######## ssd_scan_ctrl ########
**ssd_scan_ctrl: where the registers sit**

(3 px per um) Other sequential cells in the stronger gray, the rest of the logic in the fainter gray.
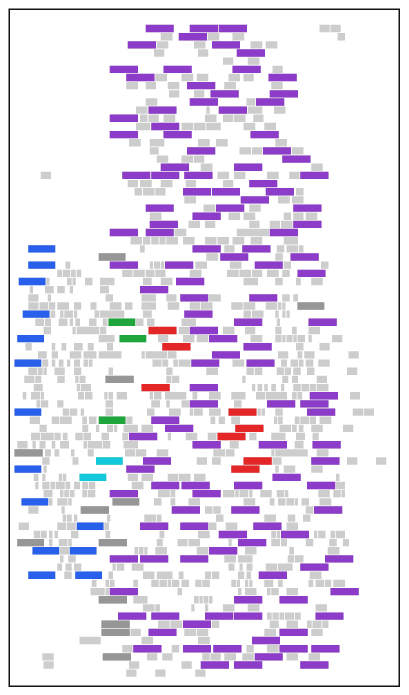

File: config.mk
export PLATFORM = sky130hd
export DESIGN_NAME = ssd_scan_ctrl
export DESIGN_NICKNAME = d
export VERILOG_FILES = /design/src/rtl/ssd_scan_ctrl.sv
export SDC_FILE = /design/constraint.sdc
export NUM_CORES = 1
export LEC_CHECK = 0
export CAP_MARGIN = 20
export CORE_ASPECT_RATIO = 1.75
export CORE_MARGIN = 1
export CORE_UTILIZATION = 30
export CTS_BUF_LIST = sky130_fd_sc_hd__clkbuf_8
export DETAILED_ROUTE_END_ITERATION = 7
export PLACE_DENSITY = 0.49
export REMOVE_ABC_BUFFERS = 1
export SLEW_MARGIN = 20
export SYNTH_ARGS = -nofsm -noshare
export SYNTH_HDL_FRONTEND = slang
export SYNTH_SLANG_ARGS = --single-unit
File: constraint.sdc
create_clock -name clk -period 3.6 [get_ports clk]
set_clock_uncertainty 0.15 [all_clocks]
set_input_delay 0.54 -clock clk [delete_from_list [all_inputs] [get_ports clk]]
set_output_delay 0.54 -clock clk [all_outputs]
set_load 0.03 [all_outputs]
File: src/rtl/ssd_scan_ctrl.sv
// Scan controller for an 8-digit active-low seven-segment display with a
// double-buffered glyph frame; swaps are deferred to frame boundaries.
module ssd_scan_ctrl #(
    parameter int ON_CYC    = 12000,
    parameter int BLANK_CYC = 500
) (
    input  logic       clk,
    input  logic       rst_n,
    input  logic       enable,
    input  logic       wr_en,
    input  logic [2:0] wr_addr,
    input  logic [7:0] wr_data,
    input  logic       swap_req,
    output logic       swap_ack,
    output logic       frame_start,
    output logic [7:0] dig,
    output logic [7:0] ssd
);
    localparam int MAXC = (ON_CYC > BLANK_CYC) ? ON_CYC : BLANK_CYC;
    localparam int CW   = $clog2(MAXC + 1);
    localparam logic [CW-1:0] ON_LAST    = CW'(ON_CYC - 1);
    localparam logic [CW-1:0] BLANK_LAST = (BLANK_CYC > 0) ? CW'(BLANK_CYC - 1) : '0;
    localparam logic [CW-1:0] CNT_ONE    = 1;
    localparam bit            HAS_BLANK  = (BLANK_CYC > 0);

    typedef enum logic [1:0] {S_IDLE, S_ON, S_BLANK} state_t;

    state_t          state_q, state_d;
    logic [2:0]      idx_q, idx_d;
    logic [CW-1:0]   cnt_q, cnt_d;
    logic            front_sel_q, front_sel_d;
    logic            pending_q, pending_d;
    logic [7:0]      buf_q [2][8];
    logic [7:0]      buf_d [2][8];
    logic [7:0]      dig_q, dig_d, ssd_q, ssd_d;
    logic            ack_q, ack_d, fs_q, fs_d;
    logic            last_d;

    // Scan sequencing: digit index and per-state cycle counter.
    always_comb begin
        state_d = state_q;
        idx_d   = idx_q;
        cnt_d   = cnt_q;
        case (state_q)
            S_IDLE: begin
                state_d = S_ON;
                idx_d   = '0;
                cnt_d   = '0;
            end
            S_ON: begin
                if (cnt_q == ON_LAST) begin
                    cnt_d = '0;
                    if (HAS_BLANK) begin
                        state_d = S_BLANK;
                    end else begin
                        idx_d = idx_q + 3'd1;
                    end
                end else begin
                    cnt_d = cnt_q + CNT_ONE;
                end
            end
            S_BLANK: begin
                if (cnt_q == BLANK_LAST) begin
                    state_d = S_ON;
                    idx_d   = idx_q + 3'd1;
                    cnt_d   = '0;
                end else begin
                    cnt_d = cnt_q + CNT_ONE;
                end
            end
            default: state_d = S_IDLE;
        endcase
        if (!enable) begin
            state_d = S_IDLE;
            idx_d   = '0;
            cnt_d   = '0;
        end
    end

    // Outputs are registered from next-state values, so swap_ack is raised
    // one cycle ahead of the edge that actually flips the front select.
    always_comb begin
        buf_d = buf_q;
        if (wr_en) begin
            buf_d[~front_sel_q][wr_addr] = wr_data;
        end
        front_sel_d = front_sel_q ^ ack_q;
        pending_d   = (pending_q & ~ack_q) | swap_req;
        last_d      = (idx_d == 3'd7) &&
                      (HAS_BLANK ? (state_d == S_BLANK && cnt_d == BLANK_LAST)
                                 : (state_d == S_ON    && cnt_d == ON_LAST));
        ack_d       = pending_d & ((state_d == S_IDLE) | last_d);
        fs_d        = (state_d == S_ON) && (idx_d == 3'd0) && (cnt_d == '0);
        dig_d       = 8'hFF;
        ssd_d       = 8'hFF;
        if (state_d == S_ON) begin
            dig_d = ~(8'h80 >> idx_d);
            ssd_d = buf_d[front_sel_d][idx_d];
        end
    end

    always_ff @(posedge clk or negedge rst_n) begin
        if (!rst_n) begin
            state_q     <= S_IDLE;
            idx_q       <= '0;
            cnt_q       <= '0;
            front_sel_q <= 1'b0;
            pending_q   <= 1'b0;
            dig_q       <= 8'hFF;
            ssd_q       <= 8'hFF;
            ack_q       <= 1'b0;
            fs_q        <= 1'b0;
            for (int b = 0; b < 2; b++) begin
                for (int e = 0; e < 8; e++) begin
                    buf_q[b][e] <= 8'hFF;
                end
            end
        end else begin
            state_q     <= state_d;
            idx_q       <= idx_d;
            cnt_q       <= cnt_d;
            front_sel_q <= front_sel_d;
            pending_q   <= pending_d;
            dig_q       <= dig_d;
            ssd_q       <= ssd_d;
            ack_q       <= ack_d;
            fs_q        <= fs_d;
            buf_q       <= buf_d;
        end
    end

    assign dig         = dig_q;
    assign ssd         = ssd_q;
    assign swap_ack    = ack_q;
    assign frame_start = fs_q;
endmodule

######## cond_flag_unit ########
==> config.mk <==
export PLATFORM = sky130hd
export DESIGN_NAME = cond_flag_unit
export DESIGN_NICKNAME = d
export VERILOG_FILES = /design/src/rtl/cond_flag_unit.sv
export SDC_FILE = /design/constraint.sdc
export NUM_CORES = 1
export LEC_CHECK = 0
export CORE_MARGIN = 4
export CORE_UTILIZATION = 27
export CTS_CLUSTER_SIZE = 30
export DETAILED_ROUTE_END_ITERATION = 10
export SLEW_MARGIN = 20
export SYNTH_ARGS = -nofsm -noshare
export SYNTH_HDL_FRONTEND = slang
export SYNTH_SLANG_ARGS = --single-unit
==> constraint.sdc <==
create_clock -name clk -period 5.2 [get_ports clk]
set_input_delay 1.04 -clock clk [delete_from_list [all_inputs] [get_ports clk]]
set_output_delay 1.04 -clock clk [all_outputs]
set_load 0.02 [all_outputs]
==> src/rtl/cond_flag_unit.sv <==
`default_nettype none
// ============================================================================
// Module      : cond_flag_unit
// Description : ARM-style condition evaluation and NZCV flag register.
//               Evaluates the condition field of each accepted instruction
//               against the stored flags. It conditionally loads new flags
//               from the ALU and keeps a saturating count of instructions
//               whose condition failed.
// Revision    : 1.0 - initial release
// ============================================================================
module cond_flag_unit (
    input  logic       clk,
    input  logic       reset,
    input  logic       alu_n,
    input  logic       alu_z,
    input  logic       alu_co,
    input  logic       alu_v,
    input  logic       s_en,
    input  logic [3:0] cond,
    input  logic       instr_valid,
    input  logic       stall,
    output logic [3:0] flags,
    output logic       cin,
    output logic       cond_pass,
    output logic       out_valid,
    output logic [7:0] fail_cnt
);

    localparam logic [7:0] FAIL_CNT_MAX = 8'hFF;

    // Condition codes
    localparam logic [3:0] CC_EQ = 4'b0000;
    localparam logic [3:0] CC_NE = 4'b0001;
    localparam logic [3:0] CC_CS = 4'b0010;
    localparam logic [3:0] CC_CC = 4'b0011;
    localparam logic [3:0] CC_MI = 4'b0100;
    localparam logic [3:0] CC_PL = 4'b0101;
    localparam logic [3:0] CC_VS = 4'b0110;
    localparam logic [3:0] CC_VC = 4'b0111;
    localparam logic [3:0] CC_HI = 4'b1000;
    localparam logic [3:0] CC_LS = 4'b1001;
    localparam logic [3:0] CC_GE = 4'b1010;
    localparam logic [3:0] CC_LT = 4'b1011;
    localparam logic [3:0] CC_GT = 4'b1100;
    localparam logic [3:0] CC_LE = 4'b1101;
    localparam logic [3:0] CC_AL = 4'b1110;

    logic       flag_n;
    logic       flag_z;
    logic       flag_c;
    logic       flag_v;
    logic       cond_ok;
    logic       accept;
    logic [3:0] alu_flags;

    assign flag_n    = flags[3];
    assign flag_z    = flags[2];
    assign flag_c    = flags[1];
    assign flag_v    = flags[0];
    assign accept    = instr_valid & ~stall;
    assign alu_flags = {alu_n, alu_z, alu_co, alu_v};

    // Carry-in for the ALU comes straight from the stored C flag
    assign cin = flags[1];

    // Evaluate the condition against the stored (pre-update) flags only
    always_comb begin
        cond_ok = 1'b0;
        case (cond)
            CC_EQ:   cond_ok = flag_z;
            CC_NE:   cond_ok = ~flag_z;
            CC_CS:   cond_ok = flag_c;
            CC_CC:   cond_ok = ~flag_c;
            CC_MI:   cond_ok = flag_n;
            CC_PL:   cond_ok = ~flag_n;
            CC_VS:   cond_ok = flag_v;
            CC_VC:   cond_ok = ~flag_v;
            CC_HI:   cond_ok = flag_c & ~flag_z;
            CC_LS:   cond_ok = ~flag_c | flag_z;
            CC_GE:   cond_ok = (flag_n == flag_v);
            CC_LT:   cond_ok = (flag_n != flag_v);
            CC_GT:   cond_ok = ~flag_z & (flag_n == flag_v);
            CC_LE:   cond_ok = flag_z | (flag_n != flag_v);
            CC_AL:   cond_ok = 1'b1;
            default: cond_ok = 1'b0;   // NV never executes
        endcase
    end

    // Flag register, registered condition result and failure counter
    always_ff @(posedge clk) begin
        if (reset) begin
            flags     <= 4'b0000;
            cond_pass <= 1'b0;
            out_valid <= 1'b0;
            fail_cnt  <= 8'd0;
        end else if (!stall) begin
            out_valid <= instr_valid;
            if (accept) begin
                cond_pass <= cond_ok;
                if (cond_ok) begin
                    if (s_en) begin
                        flags <= alu_flags;
                    end
                end else if (fail_cnt != FAIL_CNT_MAX) begin
                    fail_cnt <= fail_cnt + 8'd1;
                end
            end
        end
    end

endmodule
`default_nettype wire

**cond_flag_unit: cells colored by class**

(8 px per um) Fill, decap, tap and diode cells in gray.
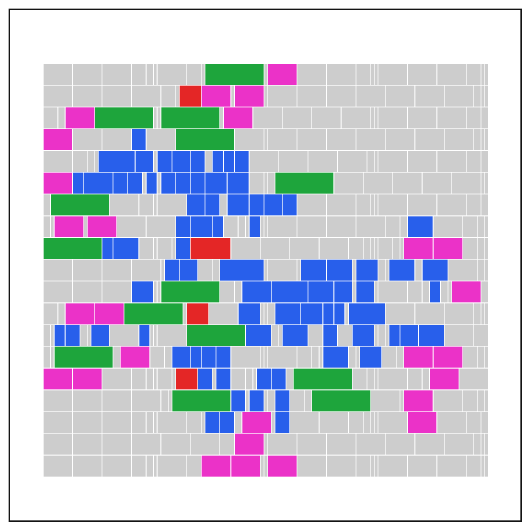
[green] flops | cells: 14 | share of their area: 25%
[magenta] other buffers and delay cells | cells: 27 | share of their area: 25%
[red] clock drivers and dummy loads | cells: 4 | share of their area: 3.3%
[blue] all other logic | cells: 81 | share of their area: 47%

==> out/results.txt, cond_flag_unit <==
Die H -> 63.81 um
Grt met2 use -> 16.39%
Post-CTS setup buffer count -> 0
Vias per inst -> 5.083
Reg2reg start -> flags[0]$_SDFFE_PP0P_
Setup violators final -> 0
Ys Warns -> 0
Yosys reg bits -> 14
H-tree levels -> 1
Switching Share -> 26.55%
Cell Rows -> 19
Status -> completed
Group drawing the most power -> registers
CP Max Fanout -> 12
Slew @ Worst Pin -> 0.5158 ns
Tap cells -> 42
Largest net degree at the start of global routing -> 15
Sequential Area -> 280.3 sq um
Min cycle time layout -> 3.119 ns
Post-synth area from yosys stat -> 840.8 sq um
Most common cell in the netlist -> dfxtp_1
Critical path depth -> 7
Logic gate fraction of the total cell area -> 44.19%
Ys async rst share -> 0%
Flop share of the area -> 24.32%
cond_flag_unit: through the flow:
| stage | utilization (%) | cells | hold slack, ns | cell area, sq um | setup WS, ns |
|---|---|---|---|---|---|
| 4_1_cts | 40.06 | 168 | 0.5051 | 1152 | 2.103 |
| 5_1_grt | 40.06 | 168 | 0.5567 | 1152 | 1.813 |
| 6_report | 40.06 | 168 | 0.4993 | 1152 | 2.081 |
| 2_1_floorplan | - | 103 | 0.5637 | 840.8 | 2.602 |
| 3_3_place_gp | 38.80 | 164 | 0.4731 | 1116 | 1.846 |
| 3_5_place_dp | 38.80 | 164 | 0.4808 | 1116 | 1.807 |
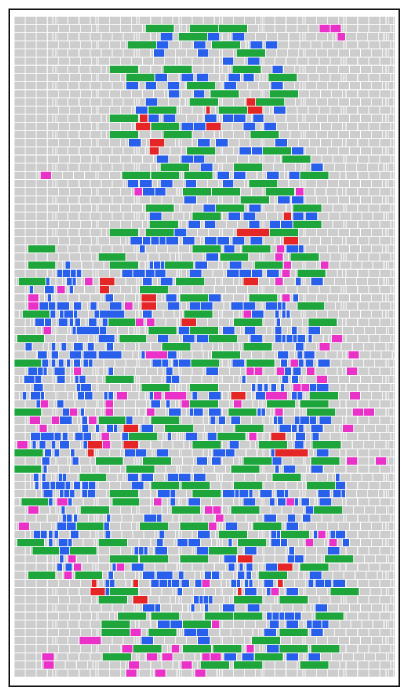
**Above:** ssd_scan_ctrl (cells colored by class).
(3 px per um) Fill, decap, tap and diode cells in gray.
[blue] all other logic | cells: 497 | share of their area: 41%
[magenta] other buffers and delay cells | cells: 97 | share of their area: 9.0%
[red] clock drivers and dummy loads | cells: 32 | share of their area: 4.1%
[green] flops | cells: 167 | share of their area: 46%

Notes on 'where the registers sit' of ssd_scan_ctrl above:
[red] `ssd` | flops: 8 | where: middle
[purple] `buf_q` | flops: 128
[cyan] `state_q` | flops: 2
[blue] `cnt_q` | flops: 14
[green] `idx_q` | flops: 3
not colored: 12

==> out/results.txt, ssd_scan_ctrl <==
Status -> completed
Drc violations -> 0
Post-synth area from yosys stat -> 0.008536 sq mm
Top comb family, area -> multiplexers
Biggest regs -> buf_q x128, cnt_q x14
Max reg flops -> 128
Fin. max-slew vios -> 0
Area grow syn2layout -> 17.43%
Comb gates -> 489
Top-area cell share -> 44.33%
Slew @ Worst Pin -> 0.7433 ns
Busiest metal layer after global routing -> met2
Adder Area Share -> 0.2932%
Share of cells above drive strength 1 -> 50.95%
Logic gate fraction of the total cell area -> 38.97%
Synthesized area per cell -> 11.92 sq um
Launch point of the worst hold path -> pending_q$_DFF_PN0_
Unrepaired setup endpoints after global routing -> yes
Total Wirelength -> 24380 um
Final tally of hold violations -> 0
Global route overflow -> 0
WL/cell -> 20.91 um
Dpl cell area -> 0.009613 sq mm
## ssd_scan_ctrl: power breakdown
part	leakage [nW]	internal (mW)	switching [mW]
clock	0.205	0.648	0.719
sequential	1.82	3.14	0.288
combinational	1.81	1.36	1.35
total	3.83	5.16	2.36
## ssd_scan_ctrl: critical path: stages (launching register included)
cell and delay (ns):
dfrtp_1 0.44, ha_1 0.21, or4b_1 0.50, or4_4 0.50, mux2_4 0.34, a31oi_4 0.30, inv_1 0.27, nor4_1 0.43
buf_4 0.18, a221oi_1 0.04

==> gallery <==
Floorplan with the power grid.
(a)
(6 px per um) Pins as bars on the die edge.
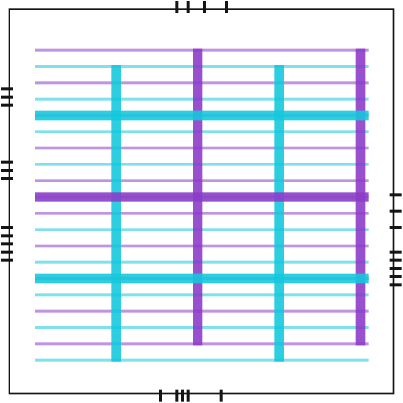
(b)
(2 px per um) Pins as bars on the die edge.
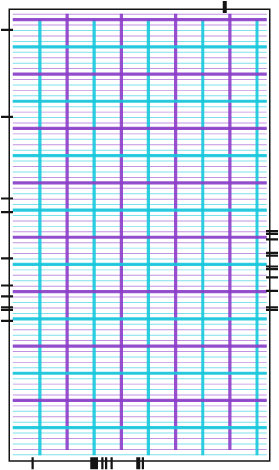
(b) -> ssd_scan_ctrl
(a) -> cond_flag_unit
The one with the largest die is (b).



==> notes/layouts.md <==
Pictures saved along the way, in no particular order.

Routing congestion.
Plate I
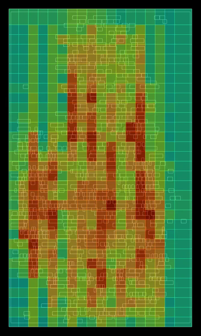
Plate II
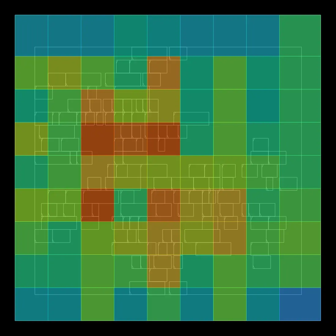
Of these, most wire per cell: Plate I
Of these, highest track usage: Plate I
| picture | from |
|---|---|
| Plate II | cond_flag_unit |
| Plate I | ssd_scan_ctrl |

Power and IR drop assume default switching activity.
